# ---- jk_cmd_seq ----
==> src/rtl/jk_cmd_pkg.sv <==
// Shared types for the JK command sequencer: op encodings, FSM states and the command record.
package jk_cmd_pkg;

  typedef enum logic [1:0] {
    OP_HOLD   = 2'b00,
    OP_RESET  = 2'b01,
    OP_SET    = 2'b10,
    OP_TOGGLE = 2'b11
  } jk_op_e;

  typedef enum logic {
    IDLE = 1'b0,
    RUN  = 1'b1
  } jk_state_e;

  localparam int unsigned CMD_LEN_W = 4;

  typedef struct packed {
    jk_op_e               op;
    logic [CMD_LEN_W-1:0] len;
  } jk_cmd_t;

  // Next state of a JK flip-flop given its current j/k drive and output.
  function automatic logic jk_next_q(input jk_op_e op, input logic q);
    case (op)
      OP_HOLD:  return q;
      OP_RESET: return 1'b0;
      OP_SET:   return 1'b1;
      default:  return ~q;
    endcase
  endfunction

endpackage

==> src/rtl/jk_cmd_fifo.sv <==
// Synchronous power-of-two FIFO; a push while full or a pop while empty is ignored.
module jk_cmd_fifo #(
  parameter int unsigned DEPTH = 4,
  parameter int unsigned WIDTH = 8
) (
  input  logic                   clk_i,
  input  logic                   reset_ni,
  input  logic                   push_i,
  input  logic [WIDTH-1:0]       data_i,
  input  logic                   pop_i,
  output logic [WIDTH-1:0]       data_o,
  output logic                   full_o,
  output logic                   empty_o,
  output logic [$clog2(DEPTH):0] count_o
);

  localparam int unsigned PTR_W = $clog2(DEPTH);

  logic [WIDTH-1:0] mem_q [DEPTH];
  logic [PTR_W-1:0] wrPtr_q, wrPtr_d;
  logic [PTR_W-1:0] rdPtr_q, rdPtr_d;
  logic [PTR_W:0]   count_q, count_d;
  logic             pushEn, popEn;

  // Full is checked on the current count only, so a same-edge pop never frees a slot for a push.
  assign full_o  = (count_q == (PTR_W+1)'(DEPTH));
  assign empty_o = (count_q == '0);
  assign pushEn  = push_i && !full_o;
  assign popEn   = pop_i && !empty_o;
  assign data_o  = mem_q[rdPtr_q];
  assign count_o = count_q;

  always_comb begin
    wrPtr_d = wrPtr_q;
    rdPtr_d = rdPtr_q;
    count_d = count_q;
    if (pushEn) wrPtr_d = wrPtr_q + PTR_W'(1);
    if (popEn)  rdPtr_d = rdPtr_q + PTR_W'(1);
    if (pushEn && !popEn)      count_d = count_q + (PTR_W+1)'(1);
    else if (popEn && !pushEn) count_d = count_q - (PTR_W+1)'(1);
  end

  always_ff @(posedge clk_i) begin
    if (!reset_ni) begin
      wrPtr_q <= '0;
      rdPtr_q <= '0;
      count_q <= '0;
    end else begin
      wrPtr_q <= wrPtr_d;
      rdPtr_q <= rdPtr_d;
      count_q <= count_d;
    end
  end

  always_ff @(posedge clk_i) begin
    if (pushEn) mem_q[wrPtr_q] <= data_i;
  end

endmodule

==> src/rtl/jk_cmd_seq.sv <==
// Replays queued {op, len} commands as registered j/k drive for a JK flip-flop stage.
// Defining JK_CMD_SEQ_CHECK_EN adds a flip-flop mirror that sets a sticky err on q_in mismatch.
module jk_cmd_seq
  import jk_cmd_pkg::*;
#(
  parameter int unsigned DEPTH = 4,
  parameter int unsigned CNT_W = CMD_LEN_W
) (
  input  logic             clk,
  input  logic             reset_n,
  input  logic             cmd_valid,
  output logic             cmd_ready,
  input  logic [1:0]       cmd_op,
  input  logic [CNT_W-1:0] cmd_len,
  output logic             j,
  output logic             k,
  output logic             busy,
  output logic             done,
  input  logic             q_in,
  output logic             err
);

  typedef struct packed {
    jk_op_e           op;
    logic [CNT_W-1:0] len;
  } cmd_t;

  cmd_t                   inCmd, headCmd;
  logic                   fifoFull, fifoEmpty;
  logic                   pushEn, popEn, lastCycle;
  logic [$clog2(DEPTH):0] unusedFifoCount;

  jk_state_e        state_q;
  logic [CNT_W-1:0] cnt_q;
  logic             j_q, k_q, busy_q, done_q;

  assign inCmd.op  = jk_op_e'(cmd_op);
  assign inCmd.len = cmd_len;

  assign cmd_ready = reset_n && !fifoFull;
  assign pushEn    = cmd_valid && cmd_ready;
  assign lastCycle = (state_q == RUN) && (cnt_q == '0);
  assign popEn     = reset_n && !fifoEmpty && ((state_q == IDLE) || lastCycle);

  jk_cmd_fifo #(
    .DEPTH (DEPTH),
    .WIDTH ($bits(cmd_t))
  ) u_fifo (
    .clk_i    (clk),
    .reset_ni (reset_n),
    .push_i   (pushEn),
    .data_i   (inCmd),
    .pop_i    (popEn),
    .data_o   (headCmd),
    .full_o   (fifoFull),
    .empty_o  (fifoEmpty),
    .count_o  (unusedFifoCount)
  );

  // A finishing command hands straight over to the next queued one so j/k never gap.
  always_ff @(posedge clk) begin
    if (!reset_n) begin
      state_q <= IDLE;
      cnt_q   <= '0;
      j_q     <= 1'b0;
      k_q     <= 1'b0;
      busy_q  <= 1'b0;
      done_q  <= 1'b0;
    end else begin
      done_q <= 1'b0;
      case (state_q)
        IDLE: begin
          if (!fifoEmpty) begin
            {j_q, k_q} <= headCmd.op;
            cnt_q      <= headCmd.len;
            busy_q     <= 1'b1;
            state_q    <= RUN;
          end else begin
            j_q <= 1'b0;
            k_q <= 1'b0;
          end
        end
        RUN: begin
          if (cnt_q != '0) begin
            cnt_q <= cnt_q - CNT_W'(1);
          end else begin
            done_q <= 1'b1;
            if (!fifoEmpty) begin
              {j_q, k_q} <= headCmd.op;
              cnt_q      <= headCmd.len;
            end else begin
              j_q     <= 1'b0;
              k_q     <= 1'b0;
              busy_q  <= 1'b0;
              state_q <= IDLE;
            end
          end
        end
        default: state_q <= IDLE;
      endcase
    end
  end

  assign j    = j_q;
  assign k    = k_q;
  assign busy = busy_q;
  assign done = done_q;

`ifdef JK_CMD_SEQ_CHECK_EN
  logic expQ_q, err_q;

  always_ff @(posedge clk) begin
    if (!reset_n) begin
      expQ_q <= 1'b0;
      err_q  <= 1'b0;
    end else begin
      expQ_q <= jk_next_q(jk_op_e'({j_q, k_q}), expQ_q);
      if (q_in != expQ_q) err_q <= 1'b1;
    end
  end

  assign err = err_q;
`else
  logic unusedQIn;
  assign unusedQIn = q_in;
  assign err       = 1'b0;
`endif

endmodule

==> config.mk <==
export PLATFORM = sky130hd
export DESIGN_NAME = jk_cmd_seq
export DESIGN_NICKNAME = d
export VERILOG_FILES = /design/src/rtl/jk_cmd_pkg.sv /design/src/rtl/jk_cmd_fifo.sv /design/src/rtl/jk_cmd_seq.sv
export SDC_FILE = /design/constraint.sdc
export NUM_CORES = 1
export LEC_CHECK = 0
export CORE_MARGIN = 2
export CORE_UTILIZATION = 25
export CTS_CLUSTER_DIAMETER = 150
export DETAILED_ROUTE_END_ITERATION = 8
export PLACE_DENSITY = 0.55
export SETUP_SLACK_MARGIN = 0.3
export SLEW_MARGIN = 0
export SYNTH_ARGS = -nofsm -noshare
export SYNTH_HDL_FRONTEND = slang
export SYNTH_SLANG_ARGS = --single-unit
==> constraint.sdc <==
create_clock -name clk -period 2.5 [get_ports clk]
set_clock_uncertainty 0.2 [all_clocks]
set_input_delay 0.75 -clock clk [delete_from_list [all_inputs] [get_ports clk]]
set_output_delay 0.75 -clock clk [all_outputs]
set_load 0.02 [all_outputs]
jk_cmd_seq/wire_density.png
(4 px per micron) 18 x 18 tiles, from dark blue (low) to red (high), scaled to the fullest tile. Values are wire area over tile area, all layers added.
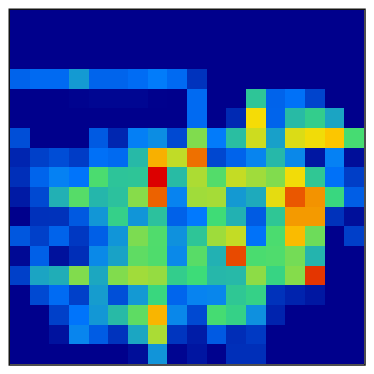
tiles over half the peak	17%
nearly empty tiles	39%
mean over tiles	0.061
Tot GR Track Use: 0.09522
average wire per cell in the routed design: 11.81 microns
Post-Route WL: 3095 microns

jk_cmd_seq/registers.png
(6 px per micron) Other sequential cells in the stronger grey, the rest of the logic in the fainter grey.
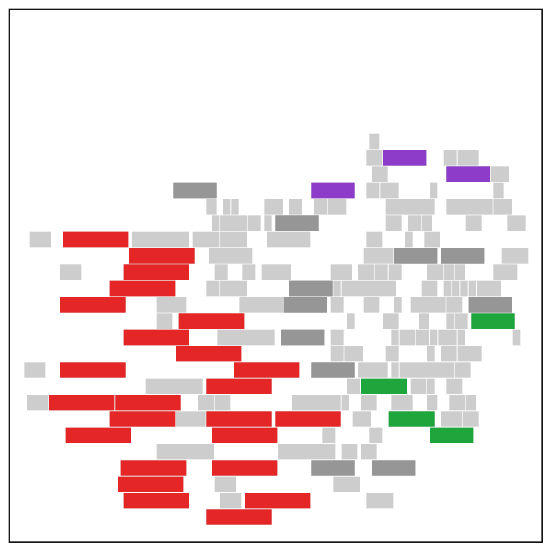
colour	netlist name	sequential cells
green	`cnt_q`	4
red	`u_fifo.mem_q`	24
purple	`u_fifo.count_o`	3
final cell utilization of the core: 0.3403
sequential standard cell area: 0.001084 sq mm

==> results_slide.txt <==
Run Summary

CTS
  – Max Buffers Root-to-Sink: 2
  – Late-Pin Clk Latency: 0.29 ns
  – Clock-pin slew of the registers on the worst-case setup and hold paths: 0.08 ns
  – Number of buffers added by the clock tree synthesis step: 5
  – Root cell of the clock tree: sky130_fd_sc_hd__clkbuf_8
  – Max H-tree Level: 2
  – Post CTS Setup Buffer Count: 6

Placed design
  – Number of placed instances with taps included: roughly 250
  – Buffers added on ports: 13
  – Weighted congestion reported at the end of routability-driven placement: around 0.7

Setup path
  – Largest fanout on the critical path: 4
  – Kind of cell adding the most delay to the critical path: adder cells
  – Termination of the worst setup path: u_fifo.count_o[2]
  – Worst r2r path cells: 11
  – Cell count along the critical path: 8
  – Worst Setup Start Kind: input port

Synthesis
  – Synthesized flop and latch total: 42
  – Part of the Yosys area used for sequential elements: 0.6046
  – Complex Gates by Area: 0.06648
  – Flip-flops with a built-in enable: 24
  – Warnings, synthesis: 0
  – Area share of the largest cell type after synthesis: 0.4031
  – Fraction of registers with async set or reset after synthesis: 0
  – Share of synthesized cell area in full adder, half adder and majority cells: 0.05318
  – Cell taking the most area after synthesis: sky130_fd_sc_hd__edfxtp_1
  – Nets at Floorplan: 147

Final timing
  – Hold slack: between 0.2 and 0.3 ns
  – RSZ-0062 raised after global routing: true
  – Time the worst path needs with I/O delays and setup: 2.264 ns
  – Final-layout setup total negative slack: 0 ns
  – Fin worst setup slack: 0.2356 ns
  – Number of hold violations in the final report: 0
  – Max-slew violations: 0

Finish
  – Antenna Diode Count: 0
  – Layout cells sized above 1: 0.2590
  – Filler-free cell count of the finished design: 262
  – Flip-flop count of the largest register, all copies and words added: 24
  – Final cell area excluding filler cells: about 0.0023 sq mm
  – Layout overhead on the synthesized area: 30.72%

Power and ir drop
  – Cell-internal power: ~0.0016 W
  – Comb power frac: 0.405
  – Switching share of power: 0.3332
  – Power Combinational: 0.000974 W
  – Clock group power: between 0.0004 and 0.0005 W

Global route
  – Vias in the first global route: about 1100
  – Pin count of the biggest net entering global routing: 18

Floorplan
  – Core utilization at floorplan: 0.2603
  – Area of the die: 0.007845 sq mm

Min path
  – Hold path cells: 2

Run status
  – Run status: complete, no violations

Run
  – Max-cap viol count: 0

Routing
  – DR WL met3: 124 microns
  – Final ANT Viol Nets: 0
jk_cmd_seq/metal_stack.png
(4 px per micron) Only two layers are drawn.
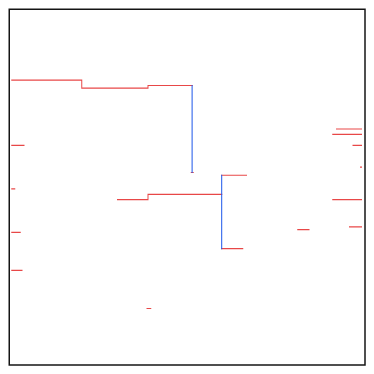
colour	layer	wire length
red	met3	125 microns
blue	met4	40.1 microns
routed via count: 1073

==> layout make-up <==
cell class / instances / area, sq um
Fill cell: 679 / 4532
Sequential cell: 42 / 1084
Multi-Input combinational cell: 77 / 695.7
Timing Repair Buffer: 33 / 322.8
Tap cell: 96 / 120.1
Clock buffer: 5 / 68.82
Clock inverter: 3 / 23.77
Inverter: 6 / 22.52
==> per-layer routing <==
layer | up-vias | GRT usage
met2 | 19 | 0.1442
met4 | 0 | 0.03719
met5 | - | 0
li1 | 540 | -
met3 | 5 | 0.03638
met1 | 509 | 0.1234

# ---- vote_round_ctrl ----
vote_round_ctrl/wire_density.png
(6 px per micron) 12 x 12 tiles, from dark blue (low) to red (high), scaled to the fullest tile. Values are wire area over tile area, all layers added.
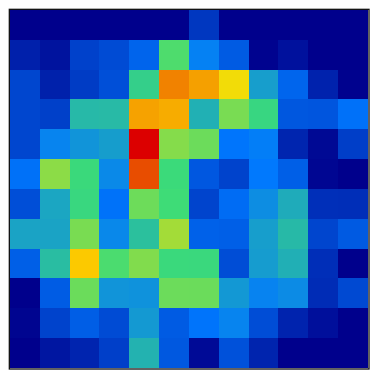
--- config.mk ---
export PLATFORM = sky130hd
export DESIGN_NAME = vote_round_ctrl
export DESIGN_NICKNAME = d
export VERILOG_FILES = /design/src/rtl/vote_pkg.sv /design/src/rtl/vote_tally.sv /design/src/rtl/vote_round_ctrl.sv
export SDC_FILE = /design/constraint.sdc
export NUM_CORES = 1
export LEC_CHECK = 0
export CORE_MARGIN = 2
export CORE_UTILIZATION = 40
export CTS_CLUSTER_SIZE = 8
export DETAILED_ROUTE_END_ITERATION = 8
export GPL_TIMING_DRIVEN = 1
export PLACE_DENSITY_LB_ADDON = 0.12
export SETUP_SLACK_MARGIN = 0.15
export SLEW_MARGIN = 20
export SYNTH_ARGS = -nofsm -noshare
export SYNTH_HDL_FRONTEND = slang
export SYNTH_SLANG_ARGS = --single-unit
--- constraint.sdc ---
create_clock -name clk -period 3.9 [get_ports clk]
set_input_delay 1.17 -clock clk [delete_from_list [all_inputs] [get_ports clk]]
set_output_delay 1.17 -clock clk [all_outputs]
set_load 0.05 [all_outputs]
--- src/rtl/vote_pkg.sv ---
// Shared types and constants for the voting-round controller and its tally.
// The state encoding and one-hot verdict codes are common to both modules.
package vote_pkg;

  localparam int N_VOTERS = 4;

  typedef enum logic [1:0] {
    IDLE    = 2'd0,
    COLLECT = 2'd1,
    DECIDE  = 2'd2
  } state_t;

  localparam logic [2:0] WIN  = 3'b100;
  localparam logic [2:0] TIE  = 3'b010;
  localparam logic [2:0] LOSE = 3'b001;

  function automatic logic [2:0] popcount4(input logic [N_VOTERS-1:0] bits);
    logic [2:0] acc;
    acc = 3'd0;
    for (int i = 0; i < N_VOTERS; i++) begin
      acc = acc + {2'b00, bits[i]};
    end
    return acc;
  endfunction

endpackage

--- src/rtl/vote_tally.sv ---
// Combinational majority decoder: counts yes votes in the ballot and maps
// the count onto the one-hot {win, tie, lose} verdict.
module vote_tally
  import vote_pkg::*;
(
  input  logic [3:0] ballot,
  output logic [2:0] yes_cnt,
  output logic [2:0] verdict
);

  always_comb begin
    yes_cnt = popcount4(ballot);
    if (yes_cnt >= 3'd3) begin
      verdict = WIN;
    end else if (yes_cnt == 3'd2) begin
      verdict = TIE;
    end else begin
      verdict = LOSE;
    end
  end

endmodule

--- src/rtl/vote_round_ctrl.sv ---
// Voting-round sequencer: opens a window on start, latches the first vote of
// each voter, closes on full ballot or timeout and registers the verdict.
module vote_round_ctrl
  import vote_pkg::*;
#(
  parameter int TIMEOUT = 16,
  parameter int CW      = 8
) (
  input  logic       clk,
  input  logic       rst,
  input  logic       start,
  input  logic [3:0] vote_vld,
  input  logic [3:0] vote_val,
  output logic       busy,
  output logic [3:0] voted,
  output logic [3:0] ballot,
  output logic [2:0] yes_cnt,
  output logic [2:0] verdict,
  output logic       timed_out,
  output logic       done
);

  state_t      state_r;
  state_t      state_nxt_s;
  logic [CW-1:0] timer_r;
  logic [3:0]  voted_r;
  logic [3:0]  ballot_r;
  logic [2:0]  yes_cnt_r;
  logic [2:0]  verdict_r;
  logic        timed_out_r;
  logic        done_r;
  logic        busy_r;

  logic        clear_s;
  logic        latch_s;
  logic        decide_s;
  logic        all_in_s;
  logic        tmo_s;
  logic [3:0]  new_mask_s;
  logic [2:0]  tally_cnt_s;
  logic [2:0]  tally_verdict_s;

  assign new_mask_s = vote_vld & ~voted_r;
  assign all_in_s   = ((voted_r | vote_vld) == 4'b1111);
  assign tmo_s      = (timer_r == CW'(TIMEOUT - 1));

  vote_tally u_tally (
    .ballot  (ballot_r),
    .yes_cnt (tally_cnt_s),
    .verdict (tally_verdict_s)
  );

  always_ff @(posedge clk or posedge rst) begin
    if (rst) begin
      state_r <= IDLE;
    end else begin
      state_r <= state_nxt_s;
    end
  end

  // A full ballot and the last timer cycle may coincide; either exits the same way.
  always_comb begin
    state_nxt_s = state_r;
    case (state_r)
      IDLE: begin
        if (start) begin
          state_nxt_s = COLLECT;
        end else begin
          state_nxt_s = IDLE;
        end
      end
      COLLECT: begin
        if (all_in_s || tmo_s) begin
          state_nxt_s = DECIDE;
        end else begin
          state_nxt_s = COLLECT;
        end
      end
      DECIDE: begin
        state_nxt_s = IDLE;
      end
      default: begin
        state_nxt_s = IDLE;
      end
    endcase
  end

  always_comb begin
    clear_s  = 1'b0;
    latch_s  = 1'b0;
    decide_s = 1'b0;
    case (state_r)
      IDLE: begin
        clear_s = start;
      end
      COLLECT: begin
        latch_s = 1'b1;
      end
      DECIDE: begin
        decide_s = 1'b1;
      end
      default: begin
        clear_s  = 1'b0;
        latch_s  = 1'b0;
        decide_s = 1'b0;
      end
    endcase
  end

  always_ff @(posedge clk or posedge rst) begin
    if (rst) begin
      voted_r  <= 4'b0000;
      ballot_r <= 4'b0000;
      timer_r  <= '0;
    end else if (clear_s) begin
      voted_r  <= 4'b0000;
      ballot_r <= 4'b0000;
      timer_r  <= '0;
    end else if (latch_s) begin
      voted_r  <= voted_r | vote_vld;
      ballot_r <= ballot_r | (new_mask_s & vote_val);
      timer_r  <= timer_r + CW'(1);
    end
  end

  // Result registers hold their value between rounds; only DECIDE updates them.
  always_ff @(posedge clk or posedge rst) begin
    if (rst) begin
      yes_cnt_r   <= 3'd0;
      verdict_r   <= LOSE;
      timed_out_r <= 1'b0;
    end else if (decide_s) begin
      yes_cnt_r   <= tally_cnt_s;
      verdict_r   <= tally_verdict_s;
      timed_out_r <= (voted_r != 4'b1111);
    end
  end

  always_ff @(posedge clk or posedge rst) begin
    if (rst) begin
      done_r <= 1'b0;
      busy_r <= 1'b0;
    end else begin
      done_r <= decide_s;
      busy_r <= (state_nxt_s != IDLE);
    end
  end

  assign busy      = busy_r;
  assign voted     = voted_r;
  assign ballot    = ballot_r;
  assign yes_cnt   = yes_cnt_r;
  assign verdict   = verdict_r;
  assign timed_out = timed_out_r;
  assign done      = done_r;

endmodule

==> results_slide.txt <==
Run Summary

Power and ir drop
  – Clock group power: 0.000120 W
  – Share of total power in sequential cells: 0.359
  – Sequential cell power: ~0.00046 W
  – Overall power of the completed layout: about 0.0013 W
  – Power density relative to cell area: 832.3 mW/mm^2

CTS
  – TritonCTS clock tree: done
  – Max H-tree Level: 1
  – Max Buffers Root-to-Sink: 2
  – Number of buffers added by the clock tree synthesis step: 3
  – Clock-pin slew of the registers on the worst-case setup and hold paths: 0.14 ns
  – CTS Hold Buffers Added: 0
  – Cells resized by post-CTS repair: 0

Floorplan
  – Horizontal extent of the die: 59.71 microns
  – Area of the die: 0.003565 sq mm
  – Area of the core: 0.003003 sq mm
  – IO Pins: 28

Synthesis
  – Most used flip-flop cell: sky130_fd_sc_hd__dfrtp_1
  – Synthesized area per cell: 10.61 sq um
  – Area share of the largest cell type after synthesis: 0.5242
  – Cell count in the Yosys report: ~120
  – Post-synthesis instance area: 0.001241 sq mm
  – Complex Gates by Area: 0.1280
  – Part of the Yosys area used for sequential elements: 0.5454
  – Fraction of registers with async set or reset after synthesis: 1.000
  – Share of synthesized cell area in full adder, half adder and majority cells: 0.05645
  – Post-synthesis cell type with the largest instance count: sky130_fd_sc_hd__dfrtp_1

Final timing
  – Relative slew margins: 0.3678
  – Max-slew violations: 0
  – Fin worst setup slack: 1.072 ns
  – Peak clock frequency supported by timing: 0.3536 GHz
  – Endpoints failing setup: 0
  – Number of hold violations in the final report: 0

Placed design
  – Weighted congestion reported at the end of routability-driven placement: 0.7846
  – Worst setup slack after placement: roughly 1.4 ns

Setup path
  – Worst Setup Start Kind: flop
  – Cell type of the slowest stage on the worst timing path: sky130_fd_sc_hd__clkdlybuf4s50_1
  – CP bufs+invs: 1

Routing
  – Number of design-rule violations left by the first detailed-router iteration: 17
  – DR WL met3: 97 microns
  – First-pass detailed-route iteration total: 4
  – DRC Markers: 0
  – Drt via density: 5.347

Global route
  – Pin count of the biggest net entering global routing: 28
  – Number of antenna violations at the first check in global routing: 0

Finish
  – Sequential standard cell area: 676.9 sq um
  – Layout overhead on the synthesized area: 25.10%
  – Most flop-heavy register: timer_r
  – Layout cells sized above 1: 0.06294

Run
  – Number of warnings in the stage logs: 27

Min path
  – Worst Min Path Start: timer_r[7]
  – Kind of path behind the tightest hold check: reg2reg

Run status
  – Run status: complete, no violations
About vote_round_ctrl/wire_density.png:
fullest tile	0.42
nearly empty tiles	18%
emptiest ninth of the die	upper right
average wire per cell in the routed design: 13.81 microns
routed via count: 941
Tot GR Track Use: 0.1567
Post-Route WL: 2431 microns

[cell type report]
class | instances | area share
multi-input cells | 73 | 0.3175
clock buffers | 4 | 0.01692
well taps | 33 | 0.02659
repair buffers | 27 | 0.1741
inverters | 12 | 0.02901
flip-flops and latches | 27 | 0.4359
[worst max path at each step]
stage,start,to,slack (ns),depth (start not counted)
3_5_place_dp,start,timer_r[6],1.43,4
3_3_place_gp,verdict[0],verdict[0],1.44,1
6_report,verdict[0],verdict[0],1.07,1
4_1_cts,verdict[0],verdict[0],1.06,1
2_1_floorplan,ballot[0],yes_cnt[1],1.89,5
5_1_grt,verdict[0],verdict[0],1.00,1

# ---- scroll_sequencer ----
## src/rtl/led_display_pkg.sv

```systemverilog
// Shared definitions for the scrolling-text display: sequencer state encoding,
// message memory geometry and the power-on message contents.
package led_display_pkg;

    localparam int MSG_DEPTH = 16;
    localparam int ADDR_W    = 4;
    localparam int CHAR_W    = 4;

    typedef enum logic [1:0] {
        ST_RUN    = 2'd0,
        ST_HOLD   = 2'd1,
        ST_PAUSED = 2'd2
    } seq_state_t;

    // Reset-time message: entry i holds character code i (0..F).
    function automatic logic [CHAR_W-1:0] msg_init(input int idx);
        return CHAR_W'(idx);
    endfunction

endpackage

```

## src/rtl/rise_edge_detect.sv

```systemverilog
// Rising-edge detector for an already-clean button level.
// One-cycle pulse when the level is high now and was low last cycle.
module rise_edge_detect (
    input  logic clk,
    input  logic level,
    output logic pulse
);

    logic hist;

    // History tracks the level every cycle, including while reset is held,
    // so a button held through reset is already "seen" at release.
    always_ff @(posedge clk) begin
        hist <= level;
    end

    assign pulse = level & ~hist;

endmodule

```

## src/rtl/scroll_sequencer.sv

```systemverilog
// Scroll pointer sequencer for the four-digit display: run/hold/pause modes,
// 16-entry message memory with a host write port open only while paused.
module scroll_sequencer
    import led_display_pkg::*;
#(
    parameter int TICKS_PER_STEP = 5_000_000,
    parameter int HOLD_STEPS     = 2,
    parameter int CNT_W          = 23
) (
    input  logic              clk,
    input  logic              reset,
    input  logic              pause_btn,
    input  logic              dir_btn,
    input  logic              step_btn,
    input  logic              wr_valid,
    output logic              wr_ready,
    input  logic [ADDR_W-1:0] wr_addr,
    input  logic [CHAR_W-1:0] wr_data,
    input  logic [1:0]        relative_addr,
    output logic [CHAR_W-1:0] char,
    output logic [ADDR_W-1:0] addr,
    output logic              dir,
    output logic [1:0]        state,
    output logic              step_tick
);

    localparam int HOLD_W = (HOLD_STEPS > 0) ? $clog2(HOLD_STEPS + 1) : 1;

    seq_state_t        state_q, state_n;
    logic [ADDR_W-1:0] addr_q, addr_n, addr_adv, rd_idx;
    logic              dir_q, dir_n;
    logic [CNT_W-1:0]  presc_q, presc_n;
    logic [HOLD_W-1:0] hold_q, hold_n;
    logic              wr_ready_q;
    logic [CHAR_W-1:0] mem [MSG_DEPTH];

    // Buttons packed as {step, dir, pause}
    logic [2:0] btn_lvl, btn_edge;
    logic       pause_e, dir_e, step_e;

    assign btn_lvl = {step_btn, dir_btn, pause_btn};

    rise_edge_detect u_edge [2:0] (
        .clk   (clk),
        .level (btn_lvl),
        .pulse (btn_edge)
    );

    assign pause_e = btn_edge[0];
    assign dir_e   = btn_edge[1];
    assign step_e  = btn_edge[2];

    assign step_tick = (state_q != ST_PAUSED) && (presc_q == CNT_W'(TICKS_PER_STEP - 1));
    // Advance always uses the direction in force before any dir edge this cycle.
    assign addr_adv  = dir_q ? (addr_q - ADDR_W'(1)) : (addr_q + ADDR_W'(1));

    always_comb begin
        state_n = state_q;
        addr_n  = addr_q;
        dir_n   = dir_q ^ dir_e;
        presc_n = presc_q;
        hold_n  = hold_q;
        unique case (state_q)
            ST_RUN, ST_HOLD: begin
                if (pause_e) begin
                    state_n = ST_PAUSED;
                    presc_n = '0;
                    hold_n  = '0;
                end else if (step_tick) begin
                    presc_n = '0;
                    if (state_q == ST_RUN) begin
                        addr_n = addr_adv;
                        if (addr_adv == '0 && HOLD_STEPS > 0) begin
                            state_n = ST_HOLD;
                            hold_n  = HOLD_W'(HOLD_STEPS);
                        end
                    end else begin
                        // Last dwell tick returns to RUN without moving the pointer
                        hold_n = hold_q - HOLD_W'(1);
                        if (hold_q == HOLD_W'(1)) state_n = ST_RUN;
                    end
                end else begin
                    presc_n = presc_q + CNT_W'(1);
                end
            end
            ST_PAUSED: begin
                presc_n = '0;
                if (pause_e)     state_n = ST_RUN;
                else if (step_e) addr_n  = addr_adv;
            end
            default: state_n = ST_RUN;
        endcase
    end

    always_ff @(posedge clk) begin
        if (reset) begin
            state_q    <= ST_RUN;
            addr_q     <= '0;
            dir_q      <= 1'b0;
            presc_q    <= '0;
            hold_q     <= '0;
            wr_ready_q <= 1'b0;
            for (int i = 0; i < MSG_DEPTH; i++) mem[i] <= msg_init(i);
        end else begin
            state_q    <= state_n;
            addr_q     <= addr_n;
            dir_q      <= dir_n;
            presc_q    <= presc_n;
            hold_q     <= hold_n;
            wr_ready_q <= (state_q == ST_PAUSED);
            if (wr_valid && wr_ready_q) mem[wr_addr] <= wr_data;
        end
    end

    assign rd_idx   = addr_q + ADDR_W'(relative_addr);
    assign char     = mem[rd_idx];
    assign addr     = addr_q;
    assign dir      = dir_q;
    assign state    = state_q;
    assign wr_ready = wr_ready_q;

endmodule

```

## config.mk

```make
export PLATFORM = sky130hd
export DESIGN_NAME = scroll_sequencer
export DESIGN_NICKNAME = d
export VERILOG_FILES = /design/src/rtl/led_display_pkg.sv /design/src/rtl/rise_edge_detect.sv /design/src/rtl/scroll_sequencer.sv
export SDC_FILE = /design/constraint.sdc
export NUM_CORES = 1
export LEC_CHECK = 0
export ABC_AREA = 1
export ABC_CLOCK_PERIOD_IN_PS = 4400
export CELL_PAD_IN_SITES_DETAIL_PLACEMENT = 0
export CELL_PAD_IN_SITES_GLOBAL_PLACEMENT = 1
export CORE_MARGIN = 5
export CORE_UTILIZATION = 48
export DETAILED_ROUTE_END_ITERATION = 12
export GPL_TIMING_DRIVEN = 0
export HOLD_SLACK_MARGIN = 0.05
export PLACE_DENSITY_LB_ADDON = 0.1
export SETUP_SLACK_MARGIN = 0.5
export SKIP_LAST_GASP = 1
export SYNTH_ARGS = -nofsm -noshare
export SYNTH_HDL_FRONTEND = slang
export SYNTH_HIERARCHICAL = 1
export SYNTH_SLANG_ARGS = --single-unit
```

## constraint.sdc

```tcl
create_clock -name clk -period 4.4 [get_ports clk]
set_input_delay 0.66 -clock clk [delete_from_list [all_inputs] [get_ports clk]]
set_output_delay 0.66 -clock clk [all_outputs]
set_load 0.02 [all_outputs]
```

scroll_sequencer/metal_stack.png
(3 px per micron) Only two layers are drawn.
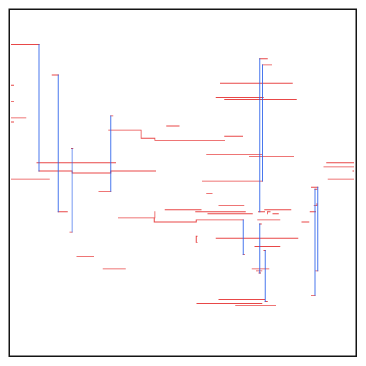
colour	layer	wire length
red	met3	549 microns
blue	met4	339 microns
Post-Route WL: 12990 microns
Tot GR Track Use: 0.2036
average wire per cell in the routed design: 14.96 microns
routed via count: 4503

scroll_sequencer/final_placement.png
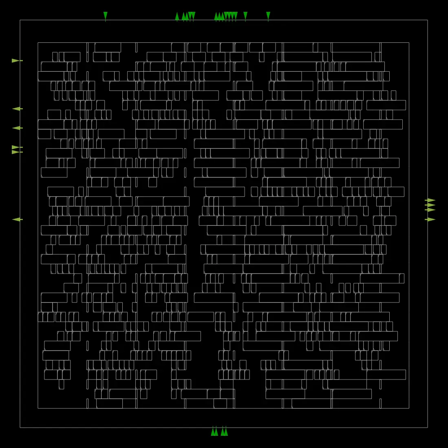
area of the core: 0.01084 sq mm
tapcell count: 140
final cell utilization of the core: 0.5524
filler-free cell count of the finished design: 868
share of cell area taken by flip-flops and latches: 0.4413

==> results_slide.txt <==
Run Summary

Run status
  – Run status: complete, no violations

Setup path
  – Reg2reg start: wr_ready
  – Critical Path End Type: output port
  – Start point of the critical path: relative_addr[0]
  – End of the worst register-to-register path: mem[10][1]
  – Crit Path Class: in2out

Finish
  – Fill cells: between 1000 and 1500
  – Most common cell after layout, fill and taps aside: sky130_fd_sc_hd__nor2_1
  – Flip-flop count of the largest register, all copies and words added: around 64
  – Non-CTS inverters: 84
  – Fraction of area in clock buffers and inverters: 0.03531
  – Non-clock buffering overhead in the final layout: 0.06373
  – Non-Clock Buffer Count: 50
  – Layout cells sized above 1: 0.07692
  – Sequential cell count of the final layout: 100
  – Final cell area excluding filler cells: 0.005988 sq mm
  – Layout multi-input combinational cell count: between 400 and 500

Min path
  – Worst Min Path Start: presc_q[1]
  – End point of the most critical hold path: presc_q[1]
  – Kind of path behind the tightest hold check: reg2reg

CTS
  – Cells resized by post-CTS repair: 11
  – TritonCTS clock tree: done
  – Number of buffers added by the clock tree synthesis step: 9
  – Sinks on Clock Net: around 100
  – CTS Hold Buffers Added: 0

Floorplan
  – Area of the die: 0.01327 sq mm
  – Die Y: 115.2 microns
  – IO Pins: 29

Routing
  – Number of design-rule violations left by the first detailed-router iteration: 257
  – DR WL met3: roughly 550 microns
  – Drt via density: between 5 and 6

Global route
  – Most utilized layer in the global route result: met2
  – Number of antenna violations at the first check in global routing: 0
  – Remaining global-route overflow: 0

Power and ir drop
  – Leakage power total: 2.155 nW
  – Largest power group: sequential cells
  – Switching share of power: 0.2806
  – Overall power of the completed layout: around 0.0019 W
  – Power Combinational: between 0.0002 and 0.0003 W
  – Share of total power in the clock network: 0.321
  – Comb power frac: 0.148

Placed design
  – Detailed placement HPWL: 9782 microns
  – Number of placed instances with taps included: 852

Synthesis
  – Chip area line of the yosys report: ~0.0053 sq mm
  – Area share of the largest cell type after synthesis: 0.3618
  – Flip-flops with a built-in enable: ~64
  – Share of synthesized cell area in and, or, nand and nor gates: 0.2806
  – Synthesized area per cell: 7.765 sq um
  – Complex Gates by Area: 0.1095
  – Share of synthesized cell area in full adder, half adder and majority cells: 0.02403
  – Cell count in the Yosys report: 684
  – Xor+xnor area frac: 0.009894
  – Nets at Floorplan: 709

Run
  – Number of warnings in the stage logs: 28

Final timing
  – Max-slew violations: 0
  – Clock Skew: 0.01131 ns
critical path, stage by stage:
cell	delay [ns]
sky130_fd_sc_hd__clkdlybuf4s50_1	0.41
sky130_fd_sc_hd__ha_1	0.23
sky130_fd_sc_hd__fa_1	0.59
sky130_fd_sc_hd__clkbuf_4	0.24
sky130_fd_sc_hd__o21ai_0	0.11
sky130_fd_sc_hd__o21ai_0	0.22
sky130_fd_sc_hd__o21ai_0	0.12
sky130_fd_sc_hd__o22ai_1	0.17
sky130_fd_sc_hd__dlygate4sd2_1	0.35

# ---- bram_stream_reader ----
bram_stream_reader/metal_stack.png
(2 px per micron) Only two layers are drawn.
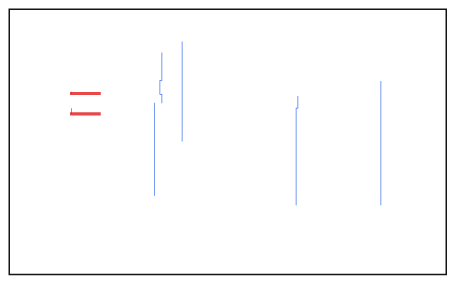
bram_stream_reader/port_nets.png
(3 px per micron)
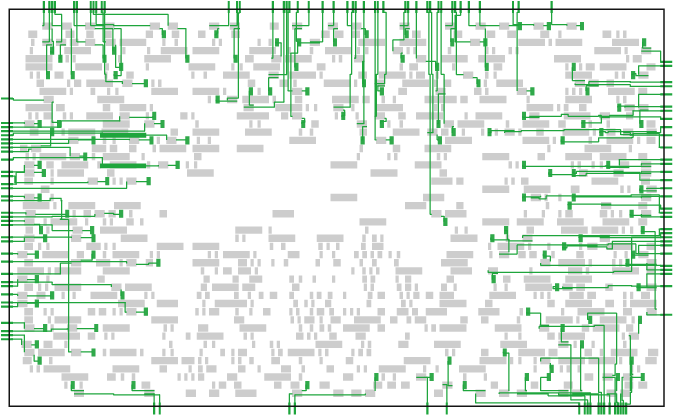
--- src/rtl/bram_stream_reader.sv ---
// bram_stream_reader
//   Walks a contiguous address range of a block RAM read port and streams
//   each word out at up to one word per cycle.
//
//   Output handshake: a word moves from out_data to the consumer on a rising
//   clk edge where out_valid and out_ready are both high. Once out_valid is
//   raised, out_data and out_last stay unchanged until that edge; out_valid
//   never drops without an accept, except on abort or reset.
//
//   RAM read data is combinational from rd_addr. The word is registered into
//   out_data on the same edge that advances rd_addr. A RAM write landing on
//   that edge therefore leaves the old word in out_data.
//
//   Optional build macro:
//     BRAM_READER_REVERSE_EN - the address decrements from base_addr instead
//                              of incrementing (modulo the RAM depth).
//
//   Controller state is visible on busy, which is high whenever the
//   controller is not in IDLE.

module bram_stream_reader #(
    parameter int DATA_WIDTH = 128,
    parameter int ADDR_WIDTH = 6
) (
    input  logic                  clk,
    input  logic                  rst_n,
    input  logic                  start,
    input  logic                  abort,
    input  logic [ADDR_WIDTH-1:0] base_addr,
    input  logic [ADDR_WIDTH:0]   length,
    output logic [ADDR_WIDTH-1:0] rd_addr,
    input  logic [DATA_WIDTH-1:0] rd_data,
    output logic [DATA_WIDTH-1:0] out_data,
    output logic                  out_valid,
    input  logic                  out_ready,
    output logic                  out_last,
    output logic                  busy,
    output logic                  done
);

    localparam logic [0:0] ST_IDLE   = 1'b0;
    localparam logic [0:0] ST_STREAM = 1'b1;

    localparam logic [ADDR_WIDTH:0]   REM_ONE  = (ADDR_WIDTH+1)'(1);
    localparam logic [ADDR_WIDTH:0]   REM_ZERO = '0;
    localparam logic [ADDR_WIDTH-1:0] ADDR_ONE = ADDR_WIDTH'(1);

    logic [0:0]            state;
    logic [0:0]            state_nxt;
    logic [ADDR_WIDTH:0]   remaining;
    logic [ADDR_WIDTH:0]   remaining_nxt;
    logic [ADDR_WIDTH-1:0] rd_addr_nxt;
    logic [ADDR_WIDTH-1:0] addr_step;
    logic [DATA_WIDTH-1:0] out_data_nxt;
    logic                  out_valid_nxt;
    logic                  out_last_nxt;
    logic                  done_nxt;
    logic                  streaming;
    logic                  accept;
    logic                  load;

    // Address that follows the current read address in streaming order.
`ifdef BRAM_READER_REVERSE_EN
    assign addr_step = rd_addr - ADDR_ONE;
`else
    assign addr_step = rd_addr + ADDR_ONE;
`endif

    assign streaming = (state == ST_STREAM);

    // The consumer takes the current word on this edge.
    assign accept = streaming && out_valid && out_ready;

    // The output register is empty or is being emptied, and words remain to
    // fetch. The load and the accept can share an edge, which keeps the
    // stream free of bubbles.
    assign load = streaming && (remaining != REM_ZERO) && (!out_valid || out_ready);

    assign busy = streaming;

    // Next-state and datapath decisions; abort overrides everything but reset.
    always_comb begin
        state_nxt     = state;
        remaining_nxt = remaining;
        rd_addr_nxt   = rd_addr;
        out_data_nxt  = out_data;
        out_valid_nxt = out_valid;
        out_last_nxt  = out_last;
        done_nxt      = 1'b0;

        if (abort) begin
            // Drop the pending word and any unread words. rd_addr is left
            // where it stopped, and no completion is reported.
            state_nxt     = ST_IDLE;
            remaining_nxt = REM_ZERO;
            out_valid_nxt = 1'b0;
            out_last_nxt  = 1'b0;
        end else begin
            case (state)
                ST_IDLE: begin
                    if (start) begin
                        if (length != REM_ZERO) begin
                            rd_addr_nxt   = base_addr;
                            remaining_nxt = length;
                            state_nxt     = ST_STREAM;
                        end else begin
                            // An empty transfer completes at once, without beats.
                            done_nxt = 1'b1;
                        end
                    end
                end

                ST_STREAM: begin
                    if (load) begin
                        out_data_nxt  = rd_data;
                        out_valid_nxt = 1'b1;
                        out_last_nxt  = (remaining == REM_ONE);
                        rd_addr_nxt   = addr_step;
                        remaining_nxt = remaining - REM_ONE;
                    end else if (accept) begin
                        // Only reachable with nothing left to fetch, so this
                        // accept takes the final word.
                        out_valid_nxt = 1'b0;
                        out_last_nxt  = 1'b0;
                        done_nxt      = 1'b1;
                        state_nxt     = ST_IDLE;
                    end
                end

                default: begin
                    state_nxt     = ST_IDLE;
                    remaining_nxt = REM_ZERO;
                    out_valid_nxt = 1'b0;
                    out_last_nxt  = 1'b0;
                end
            endcase
        end
    end

    // State and output registers; reset clears every output at once.
    always_ff @(posedge clk or negedge rst_n) begin
        if (!rst_n) begin
            state     <= ST_IDLE;
            remaining <= REM_ZERO;
            rd_addr   <= '0;
            out_data  <= '0;
            out_valid <= 1'b0;
            out_last  <= 1'b0;
            done      <= 1'b0;
        end else begin
            state     <= state_nxt;
            remaining <= remaining_nxt;
            rd_addr   <= rd_addr_nxt;
            out_data  <= out_data_nxt;
            out_valid <= out_valid_nxt;
            out_last  <= out_last_nxt;
            done      <= done_nxt;
        end
    end

endmodule
--- config.mk ---
export PLATFORM = sky130hd
export DESIGN_NAME = bram_stream_reader
export DESIGN_NICKNAME = d
export VERILOG_FILES = /design/src/rtl/bram_stream_reader.sv
export SDC_FILE = /design/constraint.sdc
export NUM_CORES = 1
export LEC_CHECK = 0
export ABC_AREA = 1
export CAP_MARGIN = 25
export CELL_PAD_IN_SITES_DETAIL_PLACEMENT = 1
export CELL_PAD_IN_SITES_GLOBAL_PLACEMENT = 2
export CORE_ASPECT_RATIO = 0.6
export CORE_MARGIN = 1.5
export CORE_UTILIZATION = 22
export DETAILED_ROUTE_END_ITERATION = 10
export PLACE_DENSITY_LB_ADDON = 0.1
export REMOVE_ABC_BUFFERS = 1
export SLEW_MARGIN = 20
export SYNTH_ARGS = -nofsm -noshare
export SYNTH_HDL_FRONTEND = slang
export SYNTH_SLANG_ARGS = --single-unit
--- constraint.sdc ---
create_clock -name clk -period 2.09 [get_ports clk]
set_input_delay 0.5225 -clock clk [delete_from_list [all_inputs] [get_ports clk]]
set_output_delay 0.5225 -clock clk [all_outputs]
set_load 0.05 [all_outputs]
==> results_slide.txt <==
Run Summary

Run status
  – Run status: complete, no violations

Floorplan
  – Core utilization at floorplan: 0.2270
  – Tapcell count: 360

Placed design
  – Number of placed instances with taps included: approximately 1400
  – Worst setup slack after placement: between 0.007 and 0.008 ns

Power and ir drop
  – Clock group power: 0.00328 W
  – Comb power frac: 0.456
  – Power Combinational: 0.00628 W
  – Share of total power in sequential cells: 0.306
  – Net load switching power: 0.006260 W
  – Leakage power total: 5.151 nW

CTS
  – Max Buffers Root-to-Sink: 2
  – Post CTS Setup Buffer Count: 0
  – Late-Pin Clk Latency: 0.43 ns
  – Number of buffers added by the clock tree synthesis step: 17
  – Root cell of the clock tree: sky130_fd_sc_hd__clkbuf_16
  – TritonCTS clock tree: done

Finish
  – Logic cell area: 0.002121 sq mm
  – Antenna Diode Count: 0
  – Non-CTS inverters: 18
  – Final cell area excluding filler cells: 0.009817 sq mm
  – Layout overhead on the synthesized area: 61.27%
  – Share of cell area taken by flip-flops and latches: 0.3696
  – Sequential standard cell area: 0.003628 sq mm
  – Final Net Count: 1168
  – Non-clock buffering overhead in the final layout: 0.2966

Routing
  – DR WL met3: 1858 microns
  – Drt via density: 4.020
  – Topmost layer with routed signal wires: met5
  – DRC Markers: 0

Final timing
  – Relative slew margins: 0.6463
  – RSZ-0062 raised after global routing: false
  – Clock Skew: 0.008385 ns
  – Max-slew violations: 0

Synthesis
  – Share of synthesized cell area in full adder, half adder and majority cells: 0.008222
  – Commonest cells post-synth: 449 x sky130_fd_sc_hd__nand2_1, 145 x sky130_fd_sc_hd__dfrtp_1, 19 x sky130_fd_sc_hd__nand3_1
  – Cell count in the Yosys report: approximately 720
  – Mux frac, synth: 0
  – Warnings, synthesis: 0
  – Part of the Yosys area used for sequential elements: 0.5961

Min path
  – Kind of path behind the tightest hold check: reg2reg

Global route
  – GR Layer Usage met3: 0.06413
  – Number of antenna violations at the first check in global routing: 2
  – Most utilized layer in the global route result: met1
  – M2 GR Usage: 0.2148
  – Vias in the first global route: 5816
  – Wire length of the first global-routing pass: 34360 microns

Run
  – Max-cap viol count: 0

Setup path
  – Largest fanout on the critical path: 3
  – Cell type of the slowest stage on the worst timing path: sky130_fd_sc_hd__dlygate4sd2_1
  – CP Data Required Time: 1.57 ns
  – Critical Path End Type: output port
## Picture notes: bram_stream_reader/metal_stack.png
colour	layer	wire length
red	met5	27.6 microns
blue	met4	244 microns
Post-Route WL: 21830 microns
routed via count: 5592
Tot GR Track Use: 0.1565
average wire per cell in the routed design: 15.70 microns

## Picture notes: bram_stream_reader/port_nets.png
colour	port	bits	direction	edge	end cells	buffers	wire
green	`rd_data`	128	input	44 top, 34 left, 31 right, 19 bottom	128	128	3820 microns
buffers added on ports: 283
IO Pins: 284

final timing paths:
check                           cells after the start          start             to  slack, ns
worst min-delay path                                2  out_data[116]  out_data[116]       0.47
max in group asynchronous                           3          rst_n  out_data[113]       0.99
min in group asynchronous                           2          rst_n   out_data[38]       0.49
worst min register to register                      2  out_data[116]  out_data[116]       0.47
worst max-delay path                                1      out_valid      out_valid       0.21
worst max register to register                     10   remaining[0]     rd_addr[4]       0.27
flip-flops by register name, summed over array words and instances (netlist names):
name and count:
rd_addr 6, out_valid 1, remaining 7, done 1, busy 1, out_data 128
out_last 1

# ---- vend_controller ----
===== config.mk =====
export PLATFORM = sky130hd
export DESIGN_NAME = vend_controller
export DESIGN_NICKNAME = d
export VERILOG_FILES = /design/src/rtl/vend_pkg.sv /design/src/rtl/vend_controller_pulse_timer.sv /design/src/rtl/vend_controller.sv
export SDC_FILE = /design/constraint.sdc
export NUM_CORES = 1
export LEC_CHECK = 0
export CORE_MARGIN = 10
export CORE_UTILIZATION = 40
export DETAILED_ROUTE_END_ITERATION = 10
export GPL_ROUTABILITY_DRIVEN = 0
export HOLD_SLACK_MARGIN = 0.05
export SETUP_SLACK_MARGIN = 0.1
export SYNTH_ARGS = -nofsm -noshare
export SYNTH_HDL_FRONTEND = slang
export SYNTH_HIERARCHICAL = 1
export SYNTH_SLANG_ARGS = --single-unit

===== constraint.sdc =====
create_clock -name clk -period 4.77 [get_ports clk]
set_input_delay 0.954 -clock clk [delete_from_list [all_inputs] [get_ports clk]]
set_output_delay 0.954 -clock clk [all_outputs]
set_load 0.05 [all_outputs]

===== src/rtl/vend_pkg.sv =====
// vend_pkg: shared state encoding, coin values and change-strobe helpers
// for the vending controller.
package vend_pkg;
    typedef enum logic [3:0] {
        IDLE    = 4'b0001,
        COLLECT = 4'b0010,
        VEND    = 4'b0100,
        PAYOUT  = 4'b1000
    } state_t;

    localparam logic [2:0] CHANGE_2FL = 3'b100;
    localparam logic [2:0] CHANGE_1FL = 3'b010;
    localparam logic [2:0] CHANGE_1SH = 3'b001;

    localparam logic [3:0] SHILLING = 4'd1;
    localparam logic [3:0] FLORIN   = 4'd2;

    // Greedy choice of the next coin to pay out for a given amount owed
    function automatic logic [2:0] change_code(input logic [3:0] r);
        return r >= 4'd4 ? CHANGE_2FL : r >= 4'd2 ? CHANGE_1FL : r != 4'd0 ? CHANGE_1SH : 3'b000;
    endfunction

    function automatic logic [3:0] change_value(input logic [2:0] c);
        return c[2] ? 4'd4 : c[1] ? 4'd2 : {3'b000, c[0]};
    endfunction
endpackage


===== src/rtl/vend_controller_pulse_timer.sv =====
// pulse_timer: loadable down-counter; done is high while the count sits at zero.
module pulse_timer #(
    parameter int W = 3
) (
    input  logic         clk,
    input  logic         reset_n,
    input  logic         load,
    input  logic [W-1:0] load_val,
    output logic         done
);
    logic [W-1:0] count;

    always_ff @(posedge clk or negedge reset_n) begin
        if (!reset_n)
            count <= '0;
        else if (load)
            count <= load_val;
        else if (count != '0)
            count <= count - 1'b1;
    end

    assign done = count == '0;
endmodule


===== src/rtl/vend_controller.sv =====
// vend_controller: coin-operated gruel vending FSM; accumulates credit, dispenses,
// then pays change or a cancel refund as timed strobes with gaps between them.
module vend_controller
    import vend_pkg::*;
#(
    parameter int PRICE        = 3,
    parameter int PULSE_CYCLES = 4
) (
    input  logic       clk,
    input  logic       reset_n,
    input  logic       coin_shilling,
    input  logic       coin_florin,
    input  logic       cancel,
    output logic [3:0] state,
    output logic       gruel,
    output logic [2:0] change,
    output logic       coin_reject,
    output logic [3:0] credit
);
    localparam int         TW      = $clog2(PULSE_CYCLES + 1);
    localparam logic [3:0] PRICE_V = 4'(PRICE);

    state_t     st;
    logic [3:0] remain;
    logic [3:0] add;
    logic [3:0] sum;
    logic       gap;
    logic       busy;
    logic       to_vend;
    logic       to_refund;
    logic       load;
    logic       done;

    assign state     = st;
    assign add       = (coin_shilling ? SHILLING : 4'd0) + (coin_florin ? FLORIN : 4'd0);
    assign sum       = credit + add;
    assign busy      = st == VEND || st == PAYOUT;
    // A coin arriving with cancel is counted first, so reaching the price wins over the refund
    assign to_vend   = !busy && sum >= PRICE_V;
    assign to_refund = st == COLLECT && cancel && !to_vend;
    assign load      = to_vend || to_refund || (busy && done);

    pulse_timer #(.W(TW)) u_timer (
        .clk      (clk),
        .reset_n  (reset_n),
        .load     (load),
        .load_val (TW'(PULSE_CYCLES - 1)),
        .done     (done)
    );

    always_ff @(posedge clk or negedge reset_n) begin
        if (!reset_n) begin
            st          <= IDLE;
            credit      <= '0;
            remain      <= '0;
            gap         <= 1'b0;
            gruel       <= 1'b0;
            change      <= '0;
            coin_reject <= 1'b0;
        end else begin
            coin_reject <= busy && (coin_shilling || coin_florin);
            case (st)
                IDLE, COLLECT: begin
                    if (to_vend) begin
                        st     <= VEND;
                        credit <= sum;
                        remain <= sum - PRICE_V;
                        gruel  <= 1'b1;
                    end else if (to_refund) begin
                        st     <= PAYOUT;
                        credit <= '0;
                        remain <= sum;
                        change <= change_code(sum);
                        gap    <= 1'b0;
                    end else begin
                        st     <= sum != 4'd0 ? COLLECT : IDLE;
                        credit <= sum;
                    end
                end
                VEND: begin
                    credit <= '0;
                    if (done) begin
                        gruel  <= 1'b0;
                        change <= change_code(remain);
                        gap    <= 1'b0;
                        st     <= remain != 4'd0 ? PAYOUT : IDLE;
                    end
                end
                PAYOUT: begin
                    // Alternate strobe-high and gap phases; the amount owed drops as each strobe ends
                    if (done && !gap) begin
                        change <= '0;
                        remain <= remain - change_value(change);
                        gap    <= 1'b1;
                    end else if (done) begin
                        change <= change_code(remain);
                        gap    <= 1'b0;
                        st     <= remain == 4'd0 ? IDLE : PAYOUT;
                    end
                end
                default: st <= IDLE;
            endcase
        end
    end
endmodule

vend_controller/registers.png
(6 px per micron) Other sequential cells in the stronger grey, the rest of the logic in the fainter grey.
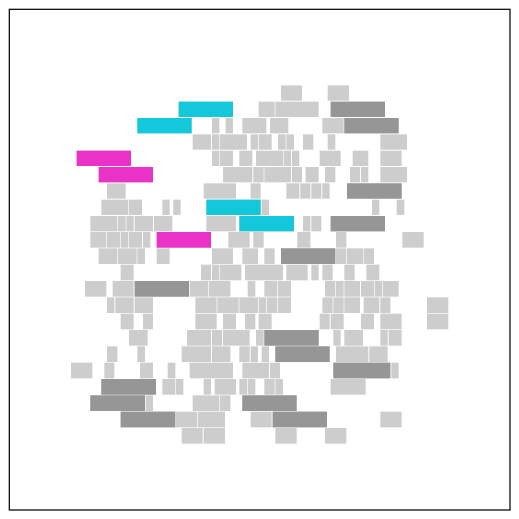
colour	netlist name	sequential cells
magenta	`u_timer/count`	3
cyan	`remain`	4
not coloured	14
sequential standard cell area: 526.8 sq um
share of cell area taken by flip-flops and latches: 0.2852
final cell utilization of the core: 0.4897

vend_controller/final_placement.png
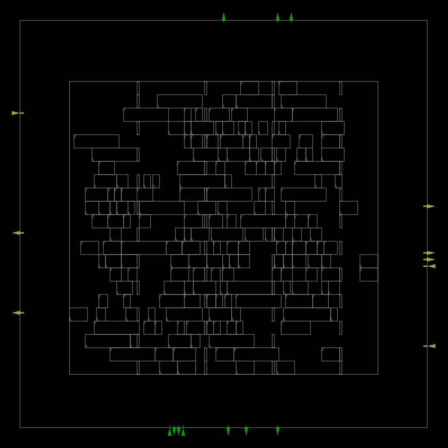
Fill cells: 351
sequential cell count of the final layout: 21

## worst max-delay path by stage
stage	start	to	depth (start not counted)
finish	coin_shilling	u_timer/count[1]	10
global route	coin_shilling	u_timer/count[1]	10
CTS	coin_shilling	u_timer/count[1]	10
detailed placement	coin_shilling	u_timer/count[0]	10
global placement	coin_shilling	u_timer/count[1]	10
floorplan	coin_shilling	u_timer/count[1]	9
## metrics by stage
stage	setup WS [ns]	utilization
global placement	0.8569	0.4774
floorplan	1.447	-
CTS	0.9337	0.4897
detailed placement	0.6526	0.4774
finish	0.9235	0.4897
global route	0.6995	0.4897
==> results_slide.txt <==
Run Summary

Finish
  – Non-Clock Buffer Count: 17
  – Final Net Count: between 200 and 250
  – Combinational share of cell area: 0.5366
  – Non-clock buffering overhead in the final layout: 0.09214
  – Antenna Diode Count: 0

Setup path
  – Worst r2r path cells: 9
  – Critical path data arrival time: 4.03 ns
  – Worst setup slack for register-to-register paths: about 1.7 ns
  – Crit Path Class: in2reg
  – Cell type of the slowest stage on the worst timing path: sky130_fd_sc_hd__fa_1
  – Largest stage delay on the critical path: 0.58 ns
  – End of the worst register-to-register path: u_timer/count[1]
  – Worst Setup Start Kind: input port

Global route
  – Vias in the first global route: 1403
  – Pin count of the biggest net entering global routing: 22
  – Remaining global-route overflow: 0
  – Number of antenna violations at the first check in global routing: 0
  – Met1 Track Usage GR: 0.1384

Synthesis
  – Xor+xnor area frac: 0.03837
  – Share of synthesized cell area in full adder, half adder and majority cells: 0.1112
  – Fraction of registers with async set or reset after synthesis: 1.000
  – Part of the Yosys area used for sequential elements: 0.3297
  – Flip-flops with a built-in enable: 0
  – Complex Gates by Area: 0.1817
  – Post-synthesis cell type count: ~52
  – Chip area line of the yosys report: 0.001598 sq mm
  – Warnings, synthesis: 6

Floorplan
  – Die Y: 83.20 microns
  – Area of the core: 0.003771 sq mm
  – IO Pins: 18

Final timing
  – Max-slew violations: 0
  – Relative slew margins: 0.3495
  – Crit share post-route: 0.8064

Routing
  – DR WL met3: ~140 microns
  – First-pass detailed-route iteration total: 4
  – Routed via count: between 1000 and 1500

Run status
  – Run status: complete, no violations

CTS
  – Cells resized by post-CTS repair: 0
  – Root cell of the clock tree: sky130_fd_sc_hd__clkbuf_8
  – Post CTS Setup Buffer Count: 0
  – Number of buffers added by the clock tree synthesis step: 3

Run
  – Max-cap viol count: 0


==> gallery <==
Routed metal per tile.
(a)
(3 px per micron) 23 x 23 tiles, from dark blue (low) to red (high), scaled to the fullest tile. Values are wire area over tile area, all layers added.
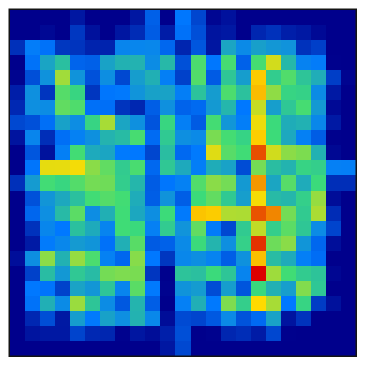
(b)
(4 px per micron) 17 x 17 tiles, from dark blue (low) to red (high), scaled to the fullest tile. Values are wire area over tile area, all layers added.
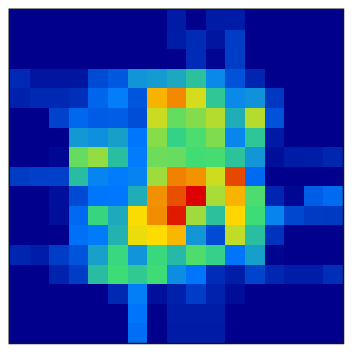
(c)
(2 px per micron) 22 x 13 tiles, from dark blue (low) to red (high), scaled to the fullest tile. Values are wire area over tile area, all layers added.
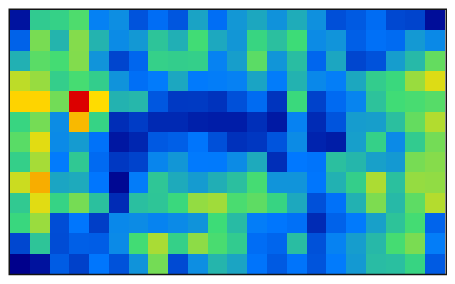
(a) comes from scroll_sequencer.
(b) comes from vend_controller.
(c) comes from bram_stream_reader.
The one with the largest die is (c).
The one with the smallest die is (b).

Key to (a):
mean over tiles	0.16
fullest tile	0.56
tiles over half the peak	17%
emptiest ninth of the die	upper left
nearly empty tiles	19%

Power is estimated from default activity; no workload was simulated.
